# design 1

### Register map, names as in the netlist, design 1

(4 px per um)
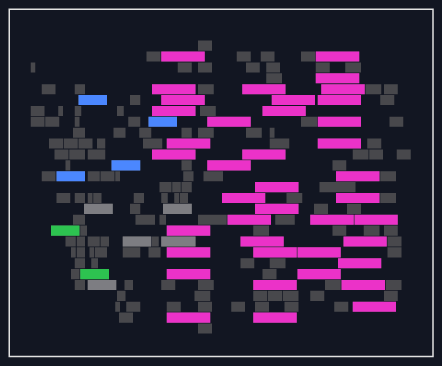

==> config.mk <==
export PLATFORM = sky130hd
export DESIGN_NAME = instr_fetch_flat
export DESIGN_NICKNAME = d
export VERILOG_FILES = /design/src/rtl/cpu_pkg.sv /design/src/rtl/instr_fetch_if.sv /design/src/rtl/fetch_fifo.sv /design/src/rtl/instr_fetch.sv /design/src/flat_wrapper.sv
export SDC_FILE = /design/constraint.sdc
export NUM_CORES = 1
export LEC_CHECK = 0
export CELL_PAD_IN_SITES_DETAIL_PLACEMENT = 0
export CELL_PAD_IN_SITES_GLOBAL_PLACEMENT = 2
export CORE_ASPECT_RATIO = 0.8
export CORE_MARGIN = 5
export CORE_UTILIZATION = 27
export DETAILED_ROUTE_END_ITERATION = 8
export HOLD_SLACK_MARGIN = 0.1
export PLACE_DENSITY_LB_ADDON = 0.1
export SLEW_MARGIN = 20
export SYNTH_ARGS = -nofsm -noshare
export SYNTH_HDL_FRONTEND = slang
export SYNTH_HIERARCHICAL = 1
export SYNTH_SLANG_ARGS = --single-unit
==> constraint.sdc <==
create_clock -name clk -period 2.2 [get_ports clk]
set_clock_uncertainty 0.15 [all_clocks]
set_input_delay 0.33 -clock clk [delete_from_list [all_inputs] [get_ports clk]]
set_output_delay 0.33 -clock clk [all_outputs]
set_load 0.01 [all_outputs]
==> src/rtl/cpu_pkg.sv <==
// ============================================================================
// cpu_pkg : shared CPU widths, opcode field position and opcode constants.
// Rev 1.0
// ============================================================================
`default_nettype none

package cpu_pkg;

  localparam int PC_W    = 4;
  localparam int INSTR_W = 16;

  // Opcode lives in the top nibble of every instruction word
  localparam int OPC_MSB = 15;
  localparam int OPC_LSB = 12;
  localparam int OPC_W   = OPC_MSB - OPC_LSB + 1;

  typedef enum logic [OPC_W-1:0] {
    OP_ADD  = 4'b0000,
    OP_ADDI = 4'b0001,
    OP_AND  = 4'b0010,
    OP_OR   = 4'b0011,
    OP_MULT = 4'b0100,
    OP_DISP = 4'b0101,
    OP_STUR = 4'b0110,
    OP_LDUR = 4'b0111,
    OP_HALT = 4'b1001
  } opcode_e;

endpackage

`default_nettype wire

==> src/rtl/instr_fetch_if.sv <==
// ============================================================================
// instr_fetch_if : imem port, decode-side instruction stream and redirect bus.
// Rev 1.0
// ============================================================================
`default_nettype none

interface instr_fetch_if #(
  parameter int PC_W    = cpu_pkg::PC_W,
  parameter int INSTR_W = cpu_pkg::INSTR_W
);

  logic [PC_W-1:0]    imem_addr;
  logic [INSTR_W-1:0] imem_rdata;
  logic               instr_valid;
  logic               instr_ready;
  logic [INSTR_W-1:0] instr_out;
  logic [PC_W-1:0]    instr_pc;
  logic               redirect_valid;
  logic [PC_W-1:0]    redirect_pc;
  logic               halted;

  modport master (
    output imem_addr,
    input  imem_rdata,
    output instr_valid,
    input  instr_ready,
    output instr_out,
    output instr_pc,
    input  redirect_valid,
    input  redirect_pc,
    output halted
  );

  modport slave (
    input  imem_addr,
    output imem_rdata,
    input  instr_valid,
    output instr_ready,
    input  instr_out,
    input  instr_pc,
    output redirect_valid,
    output redirect_pc,
    input  halted
  );

endinterface

`default_nettype wire

==> src/rtl/fetch_fifo.sv <==
// ============================================================================
// fetch_fifo : prefetch buffer of {instr, pc} entries with flush; DEPTH 2 or 4.
// Rev 1.0
// ============================================================================
`default_nettype none

module fetch_fifo #(
  parameter int DEPTH = 2,
  parameter int WIDTH = 20
) (
  input  wire logic             clk,
  input  wire logic             rst,
  input  wire logic             push,
  input  wire logic [WIDTH-1:0] wdata,
  input  wire logic             pop,
  input  wire logic             flush,
  output logic      [WIDTH-1:0] rdata,
  output logic                  full,
  output logic                  empty
);

  localparam int PTR_W = $clog2(DEPTH);
  localparam int CNT_W = PTR_W + 1;

  logic [WIDTH-1:0] mem [DEPTH];
  logic [PTR_W-1:0] wr_ptr;
  logic [PTR_W-1:0] rd_ptr;
  logic [CNT_W-1:0] count;
  logic [CNT_W-1:0] count_nxt;
  logic             do_push;
  logic             do_pop;

  assign do_push = push && !full;
  assign do_pop  = pop && !empty;

  always_comb begin
    count_nxt = count;
    case ({do_push, do_pop})
      2'b10:   count_nxt = count + 1'b1;
      2'b01:   count_nxt = count - 1'b1;
      default: count_nxt = count;
    endcase
  end

  // full/empty are registered so downstream sees a clean flop-driven valid
  always_ff @(posedge clk) begin
    if (rst || flush) begin
      wr_ptr <= '0;
      rd_ptr <= '0;
      count  <= '0;
      full   <= 1'b0;
      empty  <= 1'b1;
    end else begin
      if (do_push) wr_ptr <= wr_ptr + 1'b1;
      if (do_pop)  rd_ptr <= rd_ptr + 1'b1;
      count <= count_nxt;
      full  <= (count_nxt == CNT_W'(DEPTH));
      empty <= (count_nxt == '0);
    end
  end

  always_ff @(posedge clk) begin
    if (do_push) mem[wr_ptr] <= wdata;
  end

  assign rdata = mem[rd_ptr];

endmodule

`default_nettype wire

==> src/rtl/instr_fetch.sv <==
// ============================================================================
// instr_fetch : PC sequencing, redirect and halt control feeding fetch_fifo.
// Optional halt detection enabled by macro FETCH_HALT_DETECT_EN.  Rev 1.0
// ============================================================================
`default_nettype none

module instr_fetch #(
  parameter int                         PC_W    = cpu_pkg::PC_W,
  parameter int                         INSTR_W = cpu_pkg::INSTR_W,
  parameter int                         DEPTH   = 2,
  parameter logic [cpu_pkg::OPC_W-1:0]  HALT_OP = cpu_pkg::OP_HALT
) (
  input wire logic      clk,
  input wire logic      rst,
  instr_fetch_if.master bus
);

  import cpu_pkg::*;

`ifdef FETCH_HALT_DETECT_EN
  localparam bit HALT_EN = 1'b1;
`else
  localparam bit HALT_EN = 1'b0;
`endif

  logic [PC_W-1:0]         pc;
  logic                    halted_q;
  logic                    full;
  logic                    empty;
  logic                    fetch;
  logic                    pop;
  logic                    halt_hit;
  logic [INSTR_W+PC_W-1:0] head;

  // A full buffer blocks fetch outright, so push and pop never meet on full
  assign fetch    = !bus.redirect_valid && !halted_q && !full;
  assign pop      = bus.instr_ready && !empty;
  assign halt_hit = HALT_EN && fetch && (bus.imem_rdata[OPC_MSB:OPC_LSB] == HALT_OP);

  always_ff @(posedge clk) begin
    if (rst) begin
      pc       <= '0;
      halted_q <= 1'b0;
    end else if (bus.redirect_valid) begin
      pc       <= bus.redirect_pc;
      halted_q <= 1'b0;
    end else begin
      if (fetch)    pc       <= pc + 1'b1;
      if (halt_hit) halted_q <= 1'b1;
    end
  end

  fetch_fifo #(
    .DEPTH (DEPTH),
    .WIDTH (INSTR_W + PC_W)
  ) u_fifo (
    .clk   (clk),
    .rst   (rst),
    .push  (fetch),
    .wdata ({bus.imem_rdata, pc}),
    .pop   (pop),
    .flush (bus.redirect_valid),
    .rdata (head),
    .full  (full),
    .empty (empty)
  );

  assign bus.imem_addr   = pc;
  assign bus.instr_valid = !empty;
  assign bus.instr_out   = head[INSTR_W+PC_W-1:PC_W];
  assign bus.instr_pc    = head[PC_W-1:0];
  assign bus.halted      = halted_q;

endmodule

`default_nettype wire

==> src/flat_wrapper.sv <==
// flat-port wrapper written by rule: the top's interface ports become plain ports
module instr_fetch_flat import cpu_pkg::*;
#(
  parameter int                         PC_W    = cpu_pkg::PC_W,
  parameter int                         INSTR_W = cpu_pkg::INSTR_W,
  parameter int                         DEPTH   = 2,
  parameter logic [cpu_pkg::OPC_W-1:0]  HALT_OP = cpu_pkg::OP_HALT
)
  (clk, rst, bus_imem_addr, bus_imem_rdata, bus_instr_valid, bus_instr_ready, bus_instr_out, bus_instr_pc, bus_redirect_valid, bus_redirect_pc, bus_halted);
  instr_fetch_if #(.PC_W(PC_W), .INSTR_W(INSTR_W)) bus_i ();
  input wire logic clk;
  input wire logic rst;
  output wire logic [$bits(bus_i.imem_addr)-1:0] bus_imem_addr;
  input wire logic [$bits(bus_i.imem_rdata)-1:0] bus_imem_rdata;
  output wire logic [$bits(bus_i.instr_valid)-1:0] bus_instr_valid;
  input wire logic [$bits(bus_i.instr_ready)-1:0] bus_instr_ready;
  output wire logic [$bits(bus_i.instr_out)-1:0] bus_instr_out;
  output wire logic [$bits(bus_i.instr_pc)-1:0] bus_instr_pc;
  input wire logic [$bits(bus_i.redirect_valid)-1:0] bus_redirect_valid;
  input wire logic [$bits(bus_i.redirect_pc)-1:0] bus_redirect_pc;
  output wire logic [$bits(bus_i.halted)-1:0] bus_halted;
  assign bus_imem_addr = bus_i.imem_addr;
  assign bus_i.imem_rdata = bus_imem_rdata;
  assign bus_instr_valid = bus_i.instr_valid;
  assign bus_i.instr_ready = bus_instr_ready;
  assign bus_instr_out = bus_i.instr_out;
  assign bus_instr_pc = bus_i.instr_pc;
  assign bus_i.redirect_valid = bus_redirect_valid;
  assign bus_i.redirect_pc = bus_redirect_pc;
  assign bus_halted = bus_i.halted;
  instr_fetch #(.PC_W(PC_W), .INSTR_W(INSTR_W), .DEPTH(DEPTH), .HALT_OP(HALT_OP)) u_core (.clk(clk), .rst(rst), .bus(bus_i));
endmodule
# design 2

--- config.mk ---
export PLATFORM = sky130hd
export DESIGN_NAME = gy25_frame_rx
export DESIGN_NICKNAME = d
export VERILOG_FILES = /design/src/rtl/gy25_frame_rx.sv
export SDC_FILE = /design/constraint.sdc
export NUM_CORES = 1
export LEC_CHECK = 0
export CAP_MARGIN = 20
export CORE_MARGIN = 2
export CORE_UTILIZATION = 30
export CTS_CLUSTER_DIAMETER = 50
export DETAILED_ROUTE_END_ITERATION = 10
export GPL_TIMING_DRIVEN = 0
export PLACE_DENSITY_LB_ADDON = 0.05
export SYNTH_ARGS = -nofsm -noshare
export SYNTH_HDL_FRONTEND = slang
export SYNTH_SLANG_ARGS = --single-unit
--- constraint.sdc ---
create_clock -name clk -period 3.1 [get_ports clk]
set_input_delay 0.62 -clock clk [delete_from_list [all_inputs] [get_ports clk]]
set_output_delay 0.62 -clock clk [all_outputs]
set_load 0.05 [all_outputs]
--- src/rtl/gy25_frame_rx.sv ---
// GY-25 receive path: 8N1 UART deserializer feeding a parser for the
// 8-byte attitude frame (AA, yaw, pitch, roll, 55).
module gy25_frame_rx #(
  parameter int CLKS_PER_BIT = 434,
  parameter int TIMEOUT_CLKS = 50000
) (
  input  logic        clk,
  input  logic        rst_n,
  input  logic        TX232,
  output logic [7:0]  byte_data,
  output logic        byte_valid,
  output logic [15:0] yaw,
  output logic [15:0] pitch,
  output logic [15:0] roll,
  output logic        frame_valid,
  output logic        frame_err
);

  localparam int CW = $clog2(CLKS_PER_BIT + 1);
  localparam int TW = $clog2(TIMEOUT_CLKS + 1);
  localparam logic [CW-1:0] HALF_BIT = CW'(CLKS_PER_BIT / 2);
  localparam logic [CW-1:0] BIT_LAST = CW'(CLKS_PER_BIT - 1);
  localparam logic [TW-1:0] TMO_LAST = TW'(TIMEOUT_CLKS - 1);

  typedef enum logic [1:0] {U_IDLE, U_START, U_DATA, U_STOP} uart_state_e;
  typedef enum logic [1:0] {P_HUNT, P_BODY, P_TAIL} parse_state_e;

  logic sync1_q, sync2_q, rx_d1_q;
  logic rx_s, fall;

  uart_state_e  ustate_q, ustate_d;
  logic [CW-1:0] cnt_q, cnt_d;
  logic [2:0]   bit_idx_q, bit_idx_d;
  logic [7:0]   shift_q, shift_d;
  logic         stop_err_q, stop_err_d;
  logic [7:0]   byte_data_q, byte_data_d;
  logic         byte_valid_q, byte_valid_d;
  logic         ferr;

  parse_state_e pstate_q, pstate_d;
  logic [2:0]   idx_q, idx_d;
  logic [47:0]  hold_q, hold_d;
  logic [TW-1:0] tmo_q, tmo_d;
  logic         tmo_hit;
  logic [15:0]  yaw_q, yaw_d, pitch_q, pitch_d, roll_q, roll_d;
  logic         frame_valid_q, frame_valid_d;
  logic         frame_err_q, frame_err_d;

  assign rx_s = sync2_q;
  assign fall = rx_d1_q & ~sync2_q;

  always_comb begin
    ustate_d     = ustate_q;
    cnt_d        = cnt_q;
    bit_idx_d    = bit_idx_q;
    shift_d      = shift_q;
    stop_err_d   = stop_err_q;
    byte_data_d  = byte_data_q;
    byte_valid_d = 1'b0;
    ferr         = 1'b0;
    case (ustate_q)
      U_IDLE: begin
        if (fall) begin
          ustate_d = U_START;
          cnt_d    = '0;
        end
      end
      U_START: begin
        if (cnt_q == HALF_BIT) begin
          cnt_d     = '0;
          bit_idx_d = '0;
          ustate_d  = rx_s ? U_IDLE : U_DATA;
        end else begin
          cnt_d = cnt_q + 1'b1;
        end
      end
      U_DATA: begin
        if (cnt_q == BIT_LAST) begin
          cnt_d     = '0;
          shift_d   = {rx_s, shift_q[7:1]};
          bit_idx_d = bit_idx_q + 3'd1;
          if (bit_idx_q == 3'd7) ustate_d = U_STOP;
        end else begin
          cnt_d = cnt_q + 1'b1;
        end
      end
      U_STOP: begin
        // After a bad stop bit, park here until the line recovers high.
        if (stop_err_q) begin
          if (rx_s) begin
            stop_err_d = 1'b0;
            ustate_d   = U_IDLE;
          end
        end else if (cnt_q == BIT_LAST) begin
          cnt_d = '0;
          if (rx_s) begin
            byte_data_d  = shift_q;
            byte_valid_d = 1'b1;
            ustate_d     = U_IDLE;
          end else begin
            ferr       = 1'b1;
            stop_err_d = 1'b1;
          end
        end else begin
          cnt_d = cnt_q + 1'b1;
        end
      end
      default: ustate_d = U_IDLE;
    endcase
  end

  // Counter holds cycles since the last byte, so the abort lands
  // TIMEOUT_CLKS cycles after that byte's strobe.
  assign tmo_hit = (pstate_q != P_HUNT) && !byte_valid_q && (tmo_q == TMO_LAST);

  always_comb begin
    pstate_d      = pstate_q;
    idx_d         = idx_q;
    hold_d        = hold_q;
    yaw_d         = yaw_q;
    pitch_d       = pitch_q;
    roll_d        = roll_q;
    frame_valid_d = 1'b0;
    frame_err_d   = 1'b0;
    if (byte_valid_q) tmo_d = TW'(1);
    else if (pstate_q != P_HUNT) tmo_d = tmo_q + 1'b1;
    else tmo_d = '0;

    if (ferr || tmo_hit) begin
      pstate_d    = P_HUNT;
      frame_err_d = 1'b1;
    end else if (byte_valid_q) begin
      case (pstate_q)
        P_HUNT: begin
          if (byte_data_q == 8'hAA) begin
            pstate_d = P_BODY;
            idx_d    = '0;
          end
        end
        P_BODY: begin
          hold_d = {hold_q[39:0], byte_data_q};
          idx_d  = idx_q + 3'd1;
          if (idx_q == 3'd5) pstate_d = P_TAIL;
        end
        P_TAIL: begin
          if (byte_data_q == 8'h55) begin
            yaw_d         = hold_q[47:32];
            pitch_d       = hold_q[31:16];
            roll_d        = hold_q[15:0];
            frame_valid_d = 1'b1;
            pstate_d      = P_HUNT;
          end else if (byte_data_q == 8'hAA) begin
            frame_err_d = 1'b1;
            pstate_d    = P_BODY;
            idx_d       = '0;
          end else begin
            frame_err_d = 1'b1;
            pstate_d    = P_HUNT;
          end
        end
        default: pstate_d = P_HUNT;
      endcase
    end
  end

  always_ff @(posedge clk) begin
    if (!rst_n) begin
      sync1_q       <= 1'b1;
      sync2_q       <= 1'b1;
      rx_d1_q       <= 1'b1;
      ustate_q      <= U_IDLE;
      cnt_q         <= '0;
      bit_idx_q     <= '0;
      shift_q       <= '0;
      stop_err_q    <= 1'b0;
      byte_data_q   <= '0;
      byte_valid_q  <= 1'b0;
      pstate_q      <= P_HUNT;
      idx_q         <= '0;
      hold_q        <= '0;
      tmo_q         <= '0;
      yaw_q         <= '0;
      pitch_q       <= '0;
      roll_q        <= '0;
      frame_valid_q <= 1'b0;
      frame_err_q   <= 1'b0;
    end else begin
      sync1_q       <= TX232;
      sync2_q       <= sync1_q;
      rx_d1_q       <= sync2_q;
      ustate_q      <= ustate_d;
      cnt_q         <= cnt_d;
      bit_idx_q     <= bit_idx_d;
      shift_q       <= shift_d;
      stop_err_q    <= stop_err_d;
      byte_data_q   <= byte_data_d;
      byte_valid_q  <= byte_valid_d;
      pstate_q      <= pstate_d;
      idx_q         <= idx_d;
      hold_q        <= hold_d;
      tmo_q         <= tmo_d;
      yaw_q         <= yaw_d;
      pitch_q       <= pitch_d;
      roll_q        <= roll_d;
      frame_valid_q <= frame_valid_d;
      frame_err_q   <= frame_err_d;
    end
  end

  assign byte_data   = byte_data_q;
  assign byte_valid  = byte_valid_q;
  assign yaw         = yaw_q;
  assign pitch       = pitch_q;
  assign roll        = roll_q;
  assign frame_valid = frame_valid_q;
  assign frame_err   = frame_err_q;

endmodule
# design 3

==> config.mk <==
export PLATFORM = sky130hd
export DESIGN_NAME = i2c_arbiter_flat
export DESIGN_NICKNAME = d
export VERILOG_FILES = /design/src/rtl/i2c_arbiter_if.sv /design/src/rtl/i2c_arbiter.sv /design/src/flat_wrapper.sv
export SDC_FILE = /design/constraint.sdc
export NUM_CORES = 1
export LEC_CHECK = 0
export ABC_AREA = 1
export ABC_CLOCK_PERIOD_IN_PS = 2800
export CORE_ASPECT_RATIO = 0.5
export CORE_MARGIN = 10
export CORE_UTILIZATION = 44
export DETAILED_ROUTE_END_ITERATION = 16
export GPL_ROUTABILITY_DRIVEN = 1
export PLACE_DENSITY = 0.86
export SLEW_MARGIN = 20
export SYNTH_ARGS = -nofsm -noshare
export SYNTH_HDL_FRONTEND = slang
export SYNTH_SLANG_ARGS = --single-unit
==> constraint.sdc <==
create_clock -name CLK -period 2.8 [get_ports CLK]
set_clock_uncertainty 0.05 [all_clocks]
set_input_delay 0.42 -clock CLK [delete_from_list [all_inputs] [get_ports CLK]]
set_output_delay 0.42 -clock CLK [all_outputs]
set_load 0.005 [all_outputs]
==> src/rtl/i2c_arbiter_if.sv <==
// ----------------------------------------------------------------------------
// i2c_arbiter_if
// Signal bundle between two requesters, the arbiter and the shared I2C
// generator.
//   slave  modport : arbiter view (requester commands and generator bus
//                    outputs in; grants, completions, read data and the
//                    generator command out)
//   master modport : environment view (requesters plus the generator)
// Requester side : REQx, RNWx, TWOBYTEx, I2C_ADDRx, WR_DATAx -> GNTx, DONEx,
//                  ERR, RD_DATA_Q
// Generator side : M_START_STB, M_RNW, M_TWOBYTE, M_I2C_ADDR, M_WR_DATA ->
//                  SDA_OUT, SDA_OE, SCL, RD_DATA
// ----------------------------------------------------------------------------
interface i2c_arbiter_if;
    logic        REQ0, REQ1;
    logic        RNW0, RNW1;
    logic        TWOBYTE0, TWOBYTE1;
    logic [6:0]  I2C_ADDR0, I2C_ADDR1;
    logic [15:0] WR_DATA0, WR_DATA1;
    logic        GNT0, GNT1;
    logic        DONE0, DONE1;
    logic        ERR;
    logic [15:0] RD_DATA_Q;
    logic        M_START_STB, M_RNW, M_TWOBYTE;
    logic [6:0]  M_I2C_ADDR;
    logic [15:0] M_WR_DATA;
    logic        SDA_OUT, SDA_OE, SCL;
    logic [15:0] RD_DATA;

    modport slave (
        input  REQ0, REQ1, RNW0, RNW1, TWOBYTE0, TWOBYTE1,
               I2C_ADDR0, I2C_ADDR1, WR_DATA0, WR_DATA1,
               SDA_OUT, SDA_OE, SCL, RD_DATA,
        output GNT0, GNT1, DONE0, DONE1, ERR, RD_DATA_Q,
               M_START_STB, M_RNW, M_TWOBYTE, M_I2C_ADDR, M_WR_DATA
    );

    modport master (
        output REQ0, REQ1, RNW0, RNW1, TWOBYTE0, TWOBYTE1,
               I2C_ADDR0, I2C_ADDR1, WR_DATA0, WR_DATA1,
               SDA_OUT, SDA_OE, SCL, RD_DATA,
        input  GNT0, GNT1, DONE0, DONE1, ERR, RD_DATA_Q,
               M_START_STB, M_RNW, M_TWOBYTE, M_I2C_ADDR, M_WR_DATA
    );
endinterface

==> src/rtl/i2c_arbiter.sv <==
// ----------------------------------------------------------------------------
// i2c_arbiter
// Shares one I2C generator between two requesters. The winner's command is
// latched into the M_* registers, the generator is strobed for STB_CYCLES
// clocks, and the transaction is followed on the generator's bus outputs
// (START then STOP). On STOP the owner gets a one-cycle DONE pulse and
// RD_DATA is captured into RD_DATA_Q.
// Ports:
//   CLK   : clock, rising edge
//   RESET : synchronous, active-low
//   bus   : i2c_arbiter_if.slave (requester and generator signals)
// Parameters:
//   STB_CYCLES : M_START_STB high time in clocks (1..15)
//   TIMEOUT    : abort limit in WAIT_START/BUSY (only with I2C_ARB_TIMEOUT_EN)
// Optional feature macro: I2C_ARB_TIMEOUT_EN enables the abort counter and
// ERR; without it ERR is constant 0 and the arbiter waits indefinitely.
// ----------------------------------------------------------------------------
module i2c_arbiter #(
    parameter int STB_CYCLES = 2,
    parameter int TIMEOUT    = 255
) (
    input logic          CLK,
    input logic          RESET,
    i2c_arbiter_if.slave bus
);
    typedef enum logic [2:0] {
        ST_IDLE, ST_STROBE, ST_WAIT_START, ST_BUSY, ST_DONE
    } state_t;

    localparam logic [3:0] STB_LAST = 4'(STB_CYCLES);

    state_t      state_reg, state_next;
    logic [1:0]  gnt_reg, gnt_next;
    logic [1:0]  done_reg, done_next;
    logic        err_reg, err_next;
    logic        last_reg, last_next;
    logic        owner_reg, owner_next;
    logic        stb_reg, stb_next;
    logic [3:0]  stb_cnt_reg, stb_cnt_next;
    logic        m_rnw_reg, m_rnw_next;
    logic        m_two_reg, m_two_next;
    logic [6:0]  m_addr_reg, m_addr_next;
    logic [15:0] m_wdata_reg, m_wdata_next;
    logic [15:0] rd_q_reg, rd_q_next;
    logic        scl_d_reg, sda_d_reg;

    logic [1:0]  req_vec;
    logic        win;
    logic        start_evt, stop_evt;
    logic        timeout;

    assign req_vec = {bus.REQ1, bus.REQ0};

    // Round robin: on a tie the requester that did not finish last wins.
    always_comb begin
        if (req_vec == 2'b11) win = ~last_reg;
        else                  win = req_vec[1];
    end

    // START: SDA falls while SCL stays high; STOP: SDA rises while SCL high.
    assign start_evt = bus.SCL & scl_d_reg & bus.SDA_OE & sda_d_reg & ~bus.SDA_OUT;
    assign stop_evt  = bus.SCL & scl_d_reg & bus.SDA_OE & ~sda_d_reg & bus.SDA_OUT;

`ifdef I2C_ARB_TIMEOUT_EN
    localparam logic [7:0] TMO_LAST = 8'(TIMEOUT - 1);
    logic [7:0] tmo_cnt_reg;

    // Cleared whenever WAIT_START or BUSY is entered; counts while in them.
    always_ff @(posedge CLK) begin
        if (!RESET) begin
            tmo_cnt_reg <= '0;
        end else if (state_next != state_reg) begin
            tmo_cnt_reg <= '0;
        end else if (state_reg == ST_WAIT_START || state_reg == ST_BUSY) begin
            tmo_cnt_reg <= tmo_cnt_reg + 8'd1;
        end
    end

    assign timeout = (tmo_cnt_reg == TMO_LAST);
`else
    assign timeout = 1'b0;
`endif

    always_comb begin
        state_next   = state_reg;
        gnt_next     = gnt_reg;
        done_next    = 2'b00;
        err_next     = 1'b0;
        last_next    = last_reg;
        owner_next   = owner_reg;
        stb_next     = stb_reg;
        stb_cnt_next = stb_cnt_reg;
        m_rnw_next   = m_rnw_reg;
        m_two_next   = m_two_reg;
        m_addr_next  = m_addr_reg;
        m_wdata_next = m_wdata_reg;
        rd_q_next    = rd_q_reg;

        case (state_reg)
            ST_IDLE: begin
                if (|req_vec) begin
                    owner_next   = win;
                    gnt_next     = win ? 2'b10 : 2'b01;
                    m_rnw_next   = win ? bus.RNW1      : bus.RNW0;
                    m_two_next   = win ? bus.TWOBYTE1  : bus.TWOBYTE0;
                    m_addr_next  = win ? bus.I2C_ADDR1 : bus.I2C_ADDR0;
                    m_wdata_next = win ? bus.WR_DATA1  : bus.WR_DATA0;
                    stb_next     = 1'b1;
                    stb_cnt_next = 4'd1;
                    state_next   = ST_STROBE;
                end
            end
            ST_STROBE: begin
                if (stb_cnt_reg == STB_LAST) begin
                    stb_next   = 1'b0;
                    state_next = ST_WAIT_START;
                end else begin
                    stb_cnt_next = stb_cnt_reg + 4'd1;
                end
            end
            ST_WAIT_START: begin
                if (start_evt) begin
                    state_next = ST_BUSY;
                end else if (timeout) begin
                    state_next = ST_DONE;
                    err_next   = 1'b1;
                end
            end
            ST_BUSY: begin
                if (stop_evt) begin
                    state_next = ST_DONE;
                end else if (timeout) begin
                    state_next = ST_DONE;
                    err_next   = 1'b1;
                end
            end
            ST_DONE: begin
                gnt_next   = 2'b00;
                state_next = ST_IDLE;
            end
            default: state_next = ST_IDLE;
        endcase

        // Entry into DONE: registered completion pulse, read capture and
        // round-robin pointer update all happen on the same edge.
        if (state_next == ST_DONE && state_reg != ST_DONE) begin
            done_next = owner_reg ? 2'b10 : 2'b01;
            rd_q_next = bus.RD_DATA;
            last_next = owner_reg;
        end
    end

    always_ff @(posedge CLK) begin
        if (!RESET) begin
            state_reg   <= ST_IDLE;
            gnt_reg     <= 2'b00;
            done_reg    <= 2'b00;
            err_reg     <= 1'b0;
            last_reg    <= 1'b1;
            owner_reg   <= 1'b0;
            stb_reg     <= 1'b0;
            stb_cnt_reg <= 4'd0;
            m_rnw_reg   <= 1'b0;
            m_two_reg   <= 1'b0;
            m_addr_reg  <= 7'd0;
            m_wdata_reg <= 16'd0;
            rd_q_reg    <= 16'd0;
            scl_d_reg   <= 1'b0;
            sda_d_reg   <= 1'b0;
        end else begin
            state_reg   <= state_next;
            gnt_reg     <= gnt_next;
            done_reg    <= done_next;
            err_reg     <= err_next;
            last_reg    <= last_next;
            owner_reg   <= owner_next;
            stb_reg     <= stb_next;
            stb_cnt_reg <= stb_cnt_next;
            m_rnw_reg   <= m_rnw_next;
            m_two_reg   <= m_two_next;
            m_addr_reg  <= m_addr_next;
            m_wdata_reg <= m_wdata_next;
            rd_q_reg    <= rd_q_next;
            scl_d_reg   <= bus.SCL;
            sda_d_reg   <= bus.SDA_OUT;
        end
    end

    assign bus.GNT0        = gnt_reg[0];
    assign bus.GNT1        = gnt_reg[1];
    assign bus.DONE0       = done_reg[0];
    assign bus.DONE1       = done_reg[1];
    assign bus.ERR         = err_reg;
    assign bus.RD_DATA_Q   = rd_q_reg;
    assign bus.M_START_STB = stb_reg;
    assign bus.M_RNW       = m_rnw_reg;
    assign bus.M_TWOBYTE   = m_two_reg;
    assign bus.M_I2C_ADDR  = m_addr_reg;
    assign bus.M_WR_DATA   = m_wdata_reg;
endmodule

==> src/flat_wrapper.sv <==
// flat-port wrapper written by rule: the top's interface ports become plain ports
module i2c_arbiter_flat 
#(
    parameter int STB_CYCLES = 2,
    parameter int TIMEOUT    = 255
)
  (CLK, RESET, bus_REQ0, bus_REQ1, bus_RNW0, bus_RNW1, bus_TWOBYTE0, bus_TWOBYTE1, bus_I2C_ADDR0, bus_I2C_ADDR1, bus_WR_DATA0, bus_WR_DATA1, bus_SDA_OUT, bus_SDA_OE, bus_SCL, bus_RD_DATA, bus_GNT0, bus_GNT1, bus_DONE0, bus_DONE1, bus_ERR, bus_RD_DATA_Q, bus_M_START_STB, bus_M_RNW, bus_M_TWOBYTE, bus_M_I2C_ADDR, bus_M_WR_DATA);
  i2c_arbiter_if bus_i ();
  input logic CLK;
  input logic RESET;
  input wire logic [$bits(bus_i.REQ0)-1:0] bus_REQ0;
  input wire logic [$bits(bus_i.REQ1)-1:0] bus_REQ1;
  input wire logic [$bits(bus_i.RNW0)-1:0] bus_RNW0;
  input wire logic [$bits(bus_i.RNW1)-1:0] bus_RNW1;
  input wire logic [$bits(bus_i.TWOBYTE0)-1:0] bus_TWOBYTE0;
  input wire logic [$bits(bus_i.TWOBYTE1)-1:0] bus_TWOBYTE1;
  input wire logic [$bits(bus_i.I2C_ADDR0)-1:0] bus_I2C_ADDR0;
  input wire logic [$bits(bus_i.I2C_ADDR1)-1:0] bus_I2C_ADDR1;
  input wire logic [$bits(bus_i.WR_DATA0)-1:0] bus_WR_DATA0;
  input wire logic [$bits(bus_i.WR_DATA1)-1:0] bus_WR_DATA1;
  input wire logic [$bits(bus_i.SDA_OUT)-1:0] bus_SDA_OUT;
  input wire logic [$bits(bus_i.SDA_OE)-1:0] bus_SDA_OE;
  input wire logic [$bits(bus_i.SCL)-1:0] bus_SCL;
  input wire logic [$bits(bus_i.RD_DATA)-1:0] bus_RD_DATA;
  output wire logic [$bits(bus_i.GNT0)-1:0] bus_GNT0;
  output wire logic [$bits(bus_i.GNT1)-1:0] bus_GNT1;
  output wire logic [$bits(bus_i.DONE0)-1:0] bus_DONE0;
  output wire logic [$bits(bus_i.DONE1)-1:0] bus_DONE1;
  output wire logic [$bits(bus_i.ERR)-1:0] bus_ERR;
  output wire logic [$bits(bus_i.RD_DATA_Q)-1:0] bus_RD_DATA_Q;
  output wire logic [$bits(bus_i.M_START_STB)-1:0] bus_M_START_STB;
  output wire logic [$bits(bus_i.M_RNW)-1:0] bus_M_RNW;
  output wire logic [$bits(bus_i.M_TWOBYTE)-1:0] bus_M_TWOBYTE;
  output wire logic [$bits(bus_i.M_I2C_ADDR)-1:0] bus_M_I2C_ADDR;
  output wire logic [$bits(bus_i.M_WR_DATA)-1:0] bus_M_WR_DATA;
  assign bus_i.REQ0 = bus_REQ0;
  assign bus_i.REQ1 = bus_REQ1;
  assign bus_i.RNW0 = bus_RNW0;
  assign bus_i.RNW1 = bus_RNW1;
  assign bus_i.TWOBYTE0 = bus_TWOBYTE0;
  assign bus_i.TWOBYTE1 = bus_TWOBYTE1;
  assign bus_i.I2C_ADDR0 = bus_I2C_ADDR0;
  assign bus_i.I2C_ADDR1 = bus_I2C_ADDR1;
  assign bus_i.WR_DATA0 = bus_WR_DATA0;
  assign bus_i.WR_DATA1 = bus_WR_DATA1;
  assign bus_i.SDA_OUT = bus_SDA_OUT;
  assign bus_i.SDA_OE = bus_SDA_OE;
  assign bus_i.SCL = bus_SCL;
  assign bus_i.RD_DATA = bus_RD_DATA;
  assign bus_GNT0 = bus_i.GNT0;
  assign bus_GNT1 = bus_i.GNT1;
  assign bus_DONE0 = bus_i.DONE0;
  assign bus_DONE1 = bus_i.DONE1;
  assign bus_ERR = bus_i.ERR;
  assign bus_RD_DATA_Q = bus_i.RD_DATA_Q;
  assign bus_M_START_STB = bus_i.M_START_STB;
  assign bus_M_RNW = bus_i.M_RNW;
  assign bus_M_TWOBYTE = bus_i.M_TWOBYTE;
  assign bus_M_I2C_ADDR = bus_i.M_I2C_ADDR;
  assign bus_M_WR_DATA = bus_i.M_WR_DATA;
  i2c_arbiter #(.STB_CYCLES(STB_CYCLES), .TIMEOUT(TIMEOUT)) u_core (.CLK(CLK), .RESET(RESET), .bus(bus_i));
endmodule

==> screenshots <==
Placement view.
Plate I
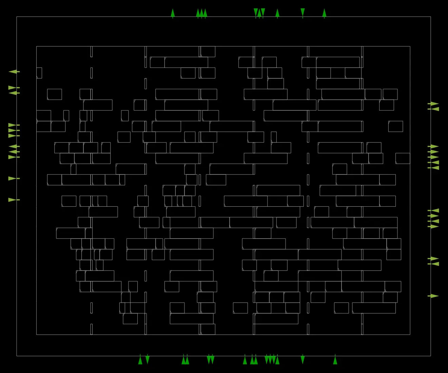
Plate II
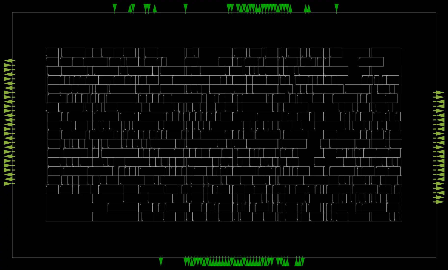
Plate III
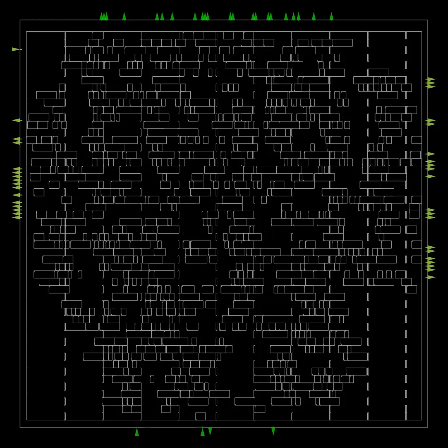
Plate I comes from design 1.
Plate III comes from design 2.
Plate II comes from design 3.

### Sizing map, design 1

(4 px per um)
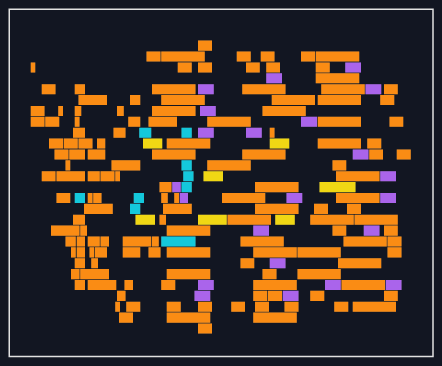
[cyan] drive 3 to 4 | cells: 9 | share: 5.0% | most used: buf_4
[orange] drive 1 or less | cells: 143 | share: 79% | most used: clkdlybuf4s50_1
[purple] drive 2 | cells: 22 | share: 12% | most used: mux2_2
[yellow] drive 6 and up | cells: 7 | share: 3.9% | most used: clkbuf_8
bufs w/o clock: 56
fin area: 2730 sq um

Notes on 'Register map, names as in the netlist' of design 1 above:
[magenta] `u_core/u_fifo/mem` | placed flops: 40
[blue] `u_core/bus.imem_addr` | placed flops: 4 | where: west
[green] `u_core/u_fifo/count` | placed flops: 2
not coloured: 5
final core utilization: 39.0%
Sequential Area: 1430 sq um
sequential fraction of total cell area: 52.3%
Seq group: 1.11 mW

==> summary.txt, design 1 <==
Implementation results are summarized by area below.

Status
The run finished with clean final reports.

Synth
Yosys instantiated no cell more often than edfxtp_1. The flip-flop cell with the highest count after synthesis is edfxtp_1. The synthesized design contains 40 enable-type register cells. Summing the areas of all and, or, nand and nor instances in the mapped netlist gives 5.52% of the synthesized area. Of all cell types, the one taking the most synthesized area is edfxtp_1. The chip area line of the yosys report is 1970 sq um.

When the netlist entered floorplanning its net count stood at 147. The post-synthesis area per instance is 16.3 sq um.

Power and ir drop
The internal power is about 1.4 mW. The report lists the power per cell area as 680 nW/um^2. Combinational logic is responsible for 12.2% of the overall power. The maximum vdd ir drop is 0.258 mV.

Place
As logged by OpenROAD, the buffers inserted on ports number 48. The number of placed instances, taps included, is roughly 260.

Timing
The total negative slack for setup checks is 0 ns. Per the timing report, the achievable frequency comes out to between 0.4 and 0.5 GHz. The minimum setup slack in the final design is slightly below 0.05 ns. Pins over their slew limit in the final report were tallied at 0. Setup repair after global routing left no endpoint under its margin.

Critical path
The number of cells on the worst reg-to-reg path is 5. The worst reg2reg path startpoint is u_core/u_fifo/empty. The capture instance of the worst register-to-register path is u_core/u_fifo/count[1]. The largest individual stage delay along the critical path comes from the cell clkdlybuf4s50_1. On the worst path, the slowest cell contributes a delay of 0.48 ns.

The total buffers and inverters traversed by the critical path is 2.

Layout
The number of multi-input combinational cells is 61. Leaving out fill and tap cells, the most frequent cell in the layout is clkdlybuf4s50_1. The register with the most flip-flops in the layout has approximately 40 of them. The number of cells in the finished layout apart from fillers is 268. According to the cell report, flip-flops and latches in the layout number 51.

Floorplan
50 I/O pins were placed.

Clock tree
The TritonCTS clock tree is done. Counting along the longest clock path gives a buffer depth of 2. In this run, post-CTS hold repair placed 0 buffers.

Route
Wire segments on met2 add up to 1860 um in the final route. Per the detail_route report, routed wire per instance is approximately 14 um.

Min path
The start point of the worst min-delay path is u_core/bus.imem_addr[3].

Job
The max-cap violation count is 0.

GRT
The met2 demand-to-capacity share in global routing is 14.4%.
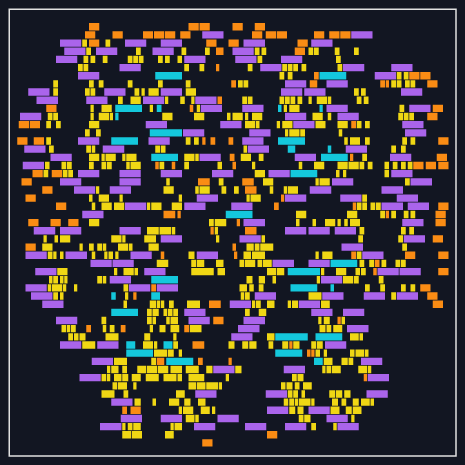
*Placed cells, one colour a class, design 2*
(3 px per um)
[yellow] all other logic | cells: 474
[cyan] clock drivers and dummy loads | cells: 32
[orange] other buffers and delay cells | cells: 113
[purple] flip-flops | cells: 154
std cell rows: 52
final core utilization: 38.3%
floorplan core area: 20,400 sq um

==> summary.txt, design 2 <==
Implementation results are summarized by area below.

Status
The run finished with clean final reports.

Clock tree
The number of buffers between clock root and the deepest sink is 2. The count of hold buffers inserted by post-cts repair is 0. After clock tree synthesis, the setup repair step added 0 buffers.

Critical path
Walking the worst path, the cells encountered are clkdlybuf4s50_1. STA classifies the critical path startpoint as a register. The worst setup path category is reg2out. The longest incremental delay of any stage on the critical path is reported as 0.88 ns.

The category of cells accounting for the largest share of critical-path delay is buffers and inverters.

Synth
Synthesis produced a netlist with a net count of 690. The count of state elements after synthesis is 154. Per the synth stats, the flop cell with the highest instance count is dfxtp_1. The synthesis run shows the most used standard cells to be 154 x dfxtp_1, 76 x a21oi_1, 76 x nor2_1.

The instance count of the mapped netlist is 680. The parity-gate share of the synthesized area counting xor and xnor cells is about 1.8%. Synthesis instantiated 58 different standard cells from the library. The synthesized cell area is ~6300 sq um.

Layout
The flop share of the area is 39.6%. Non-clock buffers in the final layout number 113. Counting flops per register, the top entry is hold_q. The fraction of area in clock buffers and inverters is 7.53%.

Per the cell usage report, the commonest logic cell in the layout is dfxtp_1. The final layout report lists a clock buffer count of 22. Per the cell usage report, the commonest logic cells after layout are 154 x dfxtp_1, 76 x a21oi_1, 76 x nor2_1, 61 x clkdlybuf4s50_1, 60 x nand3_1. According to the finish report, the design has a final net count of between 700 and 800.

Power and ir drop
The switching power is 0.873 mW. Per report_power, the Sequential row totals between 1.5 and 2 mW. In this run the VDD rail shows a maximum IR drop of approximately 0.33 mV. The fraction of power consumed by the clock network is 50.4%.

Summed over all cells, the static leakage comes to 2.49 nW.

Route
The number of DRC violations after detailed-routing iteration 0 is about 280. The via density per instance is 4.92. The wire length per cell after detailed routing is ~16 um.

Timing
The worst path meets setup with approximately 0.73 ns of slack. The achievable clock frequency is 0.422 GHz.

Job
The number of warning messages in the logs is 28. The max-cap violation count is 0.

Floorplan
The die is 148 um tall. The well-tap cell count is 270.

GRT
The met3 global-route usage is 3.53%. Global routing used 15.9% of the available tracks.

Place
Note, the detailed placer reported a final HPWL of 11,900 um.
### Sizing map, design 3

(4 px per um)
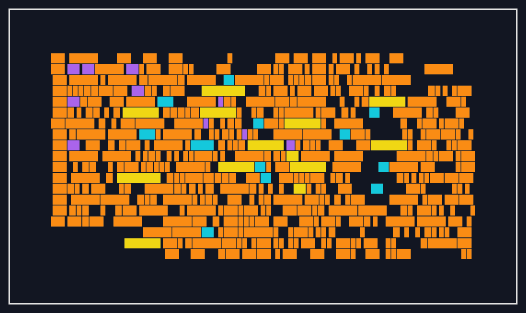
[yellow] drive 6 and up | cells: 13 | share: 2.7% | most used: clkbuf_16
[cyan] drive 3 to 4 | cells: 12 | share: 2.5% | most used: buf_4
[orange] drive 1 or less | cells: 447 | share: 93% | most used: nand2_1
[purple] drive 2 | cells: 10 | share: 2.1% | most used: o21ai_2
bufs w/o clock: 124
synthesis-to-finish area growth: 61.8%

==> summary.txt, design 3 <==
Implementation results are summarized by area below.

Layout
Leaving out fill and tap cells, the most frequent cell in the layout is nand2_1. Measured on the finished design, the core utilization comes to between 70% and 80%. In the layout the tool counted multi-input logic cells amounting to 270. In the finished design the tool counted flip-flops and latches totalling between 50 and 60.

Across the whole layout, multi-input logic makes up 29.6% of the cell area.

Timing
Setup repair after global routing left no endpoint under its margin. Checking max transition, the worst relative margin is 51.1%. The count of final hold-check violations is 0.

Synth
Summing the areas of all and, or, nand and nor instances in the mapped netlist gives around a third of the synthesized area. The count of state elements after synthesis is 57. The tally of yosys warning messages is 0. In this run the mean area of a mapped cell was 6.93 sq um. When the netlist entered floorplanning its net count stood at ~440.

Critical path
The type of destination of the critical path is a register. The critical path maximum fanout is 18. The critical path ends at u_core.bus.RD_DATA_Q[2]. The master of the slowest instance on the critical path is clkdlybuf4s50_1.

Route
The number of DRC violations after detailed-routing iteration 0 is 159. The routed length on met3 is 732 um.

Floorplan
The width of the chip is 127 um. The count of standard-cell rows is 19. The I/O pin count is 120.

For this configuration, the core starts out at a cell density of between 40% and 50%.

Power and ir drop
The clock distribution power is 1.18 mW.

GRT
The overall routing resource usage is 15.8%.

Status
The run finished with clean final reports.

# design 4

### Placement view, design 4

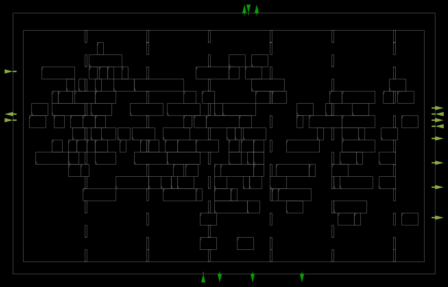
### Metal 3, design 4

(4 px per um) Cells faint in the background.
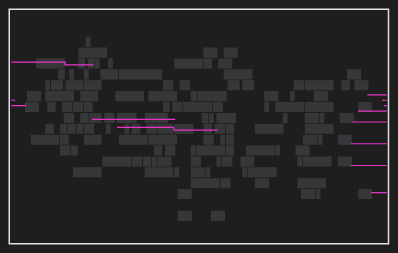
<file path="src/rtl/sdrd_pkg.sv">
// Shared types and default sizing for the SDRD serial deserializer.
// SDRD_PARITY_EN adds the PAR state used for the trailing odd-parity bit.
package sdrd_pkg;

   localparam int WIDTH_DEF   = 8;
   localparam int GAP_MAX_DEF = 4;

   typedef enum logic [1:0] {
      IDLE  = 2'd0,
      SHIFT = 2'd1
`ifdef SDRD_PARITY_EN
      ,PAR  = 2'd2
`endif
   } sdrd_state_e;

endpackage

</file>
<file path="src/rtl/sdrd_if.sv">
// Serial-in / bus-out signal bundle of the SDRD deserializer.
// The master side drives the serial bits and bus controls; the slave side is the deserializer.
interface sdrd_if
   import sdrd_pkg::*;
#(
   parameter int WIDTH = WIDTH_DEF
);

   logic             sdrd;
   logic             sdrd_vld;
   logic             rd_stb;
   logic             clr_err;
   logic [WIDTH-1:0] dout;
   logic             rdy;
   logic             busy;
   logic             ovr;
   logic             ferr;

   modport master (
      output sdrd, sdrd_vld, rd_stb, clr_err,
      input  dout, rdy, busy, ovr, ferr
   );

   modport slave (
      input  sdrd, sdrd_vld, rd_stb, clr_err,
      output dout, rdy, busy, ovr, ferr
   );

endinterface

</file>
<file path="src/rtl/sdrd_gap_cnt.sv">
// Mid-word idle counter: counts idle cycles, saturates at GAP_MAX, and flags
// the idle cycle that reaches GAP_MAX so the word can be aborted on that edge.
module sdrd_gap_cnt
   import sdrd_pkg::*;
#(
   parameter int GAP_MAX = GAP_MAX_DEF
) (
   input  logic clk,
   input  logic rst_n,
   input  logic clr,
   input  logic inc,
   output logic expired
);

   localparam int CW = $clog2(GAP_MAX + 1);

   logic [CW-1:0] cnt;

   always_ff @(posedge clk) begin
      if (!rst_n || clr) begin
         cnt <= '0;
      end else if (inc && (cnt != CW'(GAP_MAX))) begin
         cnt <= cnt + CW'(1);
      end
   end

   assign expired = inc && (cnt >= CW'(GAP_MAX - 1));

endmodule

</file>
<file path="src/rtl/sdrd_deser.sv">
// SDRD deserializer: assembles MSB-first serial words into a read-acknowledged
// holding register with sticky overrun/framing flags. SDRD_PARITY_EN adds an odd-parity bit.
module sdrd_deser
   import sdrd_pkg::*;
#(
   parameter int WIDTH   = WIDTH_DEF,
   parameter int GAP_MAX = GAP_MAX_DEF
) (
   input  logic   clk,
   input  logic   rst_n,
   sdrd_if.slave  bus
);

   localparam int CNT_W = $clog2(WIDTH + 1);
`ifdef SDRD_PARITY_EN
   localparam int SR_W = WIDTH;
`else
   // The final bit goes straight to dout, so only WIDTH-1 bits need holding.
   localparam int SR_W = WIDTH - 1;
`endif

   sdrd_state_e      state;
   logic [SR_W-1:0]  shreg;
   logic [CNT_W-1:0] bit_cnt;
   logic [WIDTH-1:0] dout_q;
   logic             rdy_q, busy_q, ovr_q, ferr_q;

   logic             gap_clr, gap_inc, gap_exp;
   logic [WIDTH-1:0] shift_nxt, word_val;
   logic             last_bit, word_done, par_err, set_ovr, set_ferr;

   assign gap_clr = (state == IDLE) || bus.sdrd_vld;
   assign gap_inc = (state != IDLE) && !bus.sdrd_vld;

   sdrd_gap_cnt #(.GAP_MAX(GAP_MAX)) u_gap (
      .clk     (clk),
      .rst_n   (rst_n),
      .clr     (gap_clr),
      .inc     (gap_inc),
      .expired (gap_exp)
   );

   always_comb begin
      shift_nxt = {shreg[WIDTH-2:0], bus.sdrd};
      last_bit  = (state == SHIFT) && bus.sdrd_vld && (bit_cnt == CNT_W'(WIDTH - 1));
`ifdef SDRD_PARITY_EN
      word_done = (state == PAR) && bus.sdrd_vld && (^{shreg, bus.sdrd});
      par_err   = (state == PAR) && bus.sdrd_vld && !(^{shreg, bus.sdrd});
      word_val  = shreg;
`else
      word_done = last_bit;
      par_err   = 1'b0;
      word_val  = shift_nxt;
`endif
      set_ovr  = word_done && rdy_q && !bus.rd_stb;
      set_ferr = gap_exp || par_err;
   end

   always_ff @(posedge clk) begin
      if (!rst_n) begin
         state   <= IDLE;
         shreg   <= '0;
         bit_cnt <= '0;
         dout_q  <= '0;
         rdy_q   <= 1'b0;
         busy_q  <= 1'b0;
         ovr_q   <= 1'b0;
         ferr_q  <= 1'b0;
      end else begin
         // A completing word keeps rdy high even when a read lands on the same edge.
         if (word_done) begin
            dout_q <= word_val;
            rdy_q  <= 1'b1;
         end else if (bus.rd_stb) begin
            rdy_q  <= 1'b0;
         end

         if (set_ovr)          ovr_q <= 1'b1;
         else if (bus.clr_err) ovr_q <= 1'b0;

         if (set_ferr)         ferr_q <= 1'b1;
         else if (bus.clr_err) ferr_q <= 1'b0;

         case (state)
            IDLE: begin
               if (bus.sdrd_vld) begin
                  shreg   <= SR_W'(bus.sdrd);
                  bit_cnt <= CNT_W'(1);
                  state   <= SHIFT;
                  busy_q  <= 1'b1;
               end
            end
            SHIFT: begin
               if (bus.sdrd_vld) begin
                  shreg   <= shift_nxt[SR_W-1:0];
                  bit_cnt <= bit_cnt + CNT_W'(1);
                  if (last_bit) begin
`ifdef SDRD_PARITY_EN
                     state  <= PAR;
`else
                     state  <= IDLE;
                     busy_q <= 1'b0;
`endif
                  end
               end else if (gap_exp) begin
                  shreg   <= '0;
                  bit_cnt <= '0;
                  state   <= IDLE;
                  busy_q  <= 1'b0;
               end
            end
`ifdef SDRD_PARITY_EN
            PAR: begin
               if (bus.sdrd_vld || gap_exp) begin
                  shreg   <= '0;
                  bit_cnt <= '0;
                  state   <= IDLE;
                  busy_q  <= 1'b0;
               end
            end
`endif
            default: begin
               state  <= IDLE;
               busy_q <= 1'b0;
            end
         endcase
      end
   end

   assign bus.dout = dout_q;
   assign bus.rdy  = rdy_q;
   assign bus.busy = busy_q;
   assign bus.ovr  = ovr_q;
   assign bus.ferr = ferr_q;

endmodule
</file>
<file path="src/flat_wrapper.sv">
// flat-port wrapper written by rule: the top's interface ports become plain ports
module sdrd_deser_flat import sdrd_pkg::*;
#(
   parameter int WIDTH   = WIDTH_DEF,
   parameter int GAP_MAX = GAP_MAX_DEF
)
  (clk, rst_n, bus_sdrd, bus_sdrd_vld, bus_rd_stb, bus_clr_err, bus_dout, bus_rdy, bus_busy, bus_ovr, bus_ferr);
  sdrd_if #(.WIDTH(WIDTH)) bus_i ();
  input  logic clk;
  input  logic rst_n;
  input wire logic [$bits(bus_i.sdrd)-1:0] bus_sdrd;
  input wire logic [$bits(bus_i.sdrd_vld)-1:0] bus_sdrd_vld;
  input wire logic [$bits(bus_i.rd_stb)-1:0] bus_rd_stb;
  input wire logic [$bits(bus_i.clr_err)-1:0] bus_clr_err;
  output wire logic [$bits(bus_i.dout)-1:0] bus_dout;
  output wire logic [$bits(bus_i.rdy)-1:0] bus_rdy;
  output wire logic [$bits(bus_i.busy)-1:0] bus_busy;
  output wire logic [$bits(bus_i.ovr)-1:0] bus_ovr;
  output wire logic [$bits(bus_i.ferr)-1:0] bus_ferr;
  assign bus_i.sdrd = bus_sdrd;
  assign bus_i.sdrd_vld = bus_sdrd_vld;
  assign bus_i.rd_stb = bus_rd_stb;
  assign bus_i.clr_err = bus_clr_err;
  assign bus_dout = bus_i.dout;
  assign bus_rdy = bus_i.rdy;
  assign bus_busy = bus_i.busy;
  assign bus_ovr = bus_i.ovr;
  assign bus_ferr = bus_i.ferr;
  sdrd_deser #(.WIDTH(WIDTH), .GAP_MAX(GAP_MAX)) u_core (.clk(clk), .rst_n(rst_n), .bus(bus_i));
endmodule
</file>
<file path="config.mk">
export PLATFORM = sky130hd
export DESIGN_NAME = sdrd_deser_flat
export DESIGN_NICKNAME = d
export VERILOG_FILES = /design/src/rtl/sdrd_pkg.sv /design/src/rtl/sdrd_if.sv /design/src/rtl/sdrd_gap_cnt.sv /design/src/rtl/sdrd_deser.sv /design/src/flat_wrapper.sv
export SDC_FILE = /design/constraint.sdc
export NUM_CORES = 1
export LEC_CHECK = 0
export ABC_AREA = 0
export CAP_MARGIN = 10
export CORE_ASPECT_RATIO = 0.6
export CORE_MARGIN = 2
export CORE_UTILIZATION = 23
export CTS_CLUSTER_SIZE = 28
export DETAILED_ROUTE_END_ITERATION = 8
export SLEW_MARGIN = 20
export SYNTH_ARGS = -nofsm -noshare
export SYNTH_HDL_FRONTEND = slang
export SYNTH_SLANG_ARGS = --single-unit
</file>
<file path="constraint.sdc">
create_clock -name clk -period 4.2 [get_ports clk]
set_clock_uncertainty 0.2 [all_clocks]
set_input_delay 1.05 -clock clk [delete_from_list [all_inputs] [get_ports clk]]
set_output_delay 1.05 -clock clk [all_outputs]
set_load 0.005 [all_outputs]
</file>
==> summary.txt <==
Implementation results are summarized by area below.

Synth
The tally of yosys warning messages is 0. Once synthesis finished, the tally of register bits stood at 26. By count the netlist is led by 26 x dfxtp_1, 20 x nand2_1, 12 x nand3b_1.

Power and ir drop
The combinational logic power is 0.0254 mW. The switching part of the total is between 10% and 20%. The clock network power reported by the tool is 0.207 mW.

Route
The wire length per cell after detailed routing is 11.7 um. The total length of routed met2 wires is 872 um.

Floorplan
The I/O pin count is 18. The report lists the number of standard-cell rows as 19.

Clock tree
The post-cts gate resize count is 0.

Layout
Per the layout area report, the register area comes to around 520 sq um. The class occupying the most area after layout is reported as multi-input combinational cells. The number of ordinary inverters in the final layout is 3.

GRT
The first global-routing pass estimated between 3000 and 4000 um of wire. In this run the most used layer during global routing was met1.

Timing
Setup repair after global routing left no endpoint under its margin. The worst slew margin relative to its limit is 47.3%.

Place
The count of buffers inserted at the top-level ports is 17. Before CTS, the worst setup slack after placement is ~1.1 ns.

Critical path
The largest incremental delay on the critical path is 0.81 ns.

Status
The flow ran to the end, and the final reports show no timing, DRC or antenna violations.
## Picture notes: 'Placement view' of design 4
number of flip-flops and latches: 26
count of fill cells added during filler insertion: 495
post-route non-filler standard cell count: 196

## Picture notes: 'Metal 3' of design 4
nets with wire on the layer: 12
main direction: horizontal
wire length on this layer: 113 um
share of all routed wire: 4.9%
longest straight run: 20.5 um
met3 layer usage reported by global route: 3.51%
total via count in the routed design: 838
Total Routed Length: 2290 um



==> layout pictures side by side <==
Register map, names as in the netlist.
shot_01.png
(4 px per um)
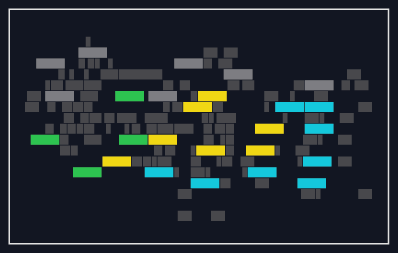
shot_02.png
(2 px per um)
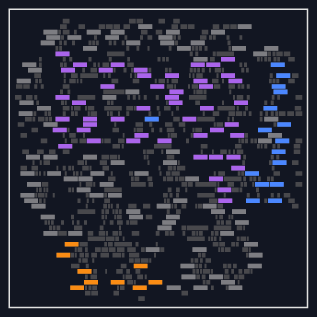
shot_03.png
(4 px per um)
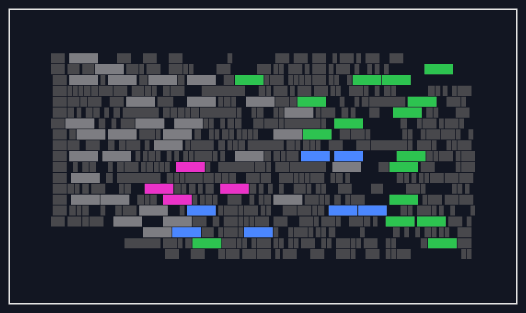
- shot_02.png = design 2
- shot_01.png = design 4
- shot_03.png = design 3
- smallest die: shot_01.png
- largest die: shot_02.png

Key to shot_02.png:
[orange] `cnt_q` | placed flops: 9 | where: south-west
[purple] `hold_q` | placed flops: 48
[blue] `yaw` | placed flops: 16
not coloured: 81

Power is estimated from default activity; no workload was simulated.
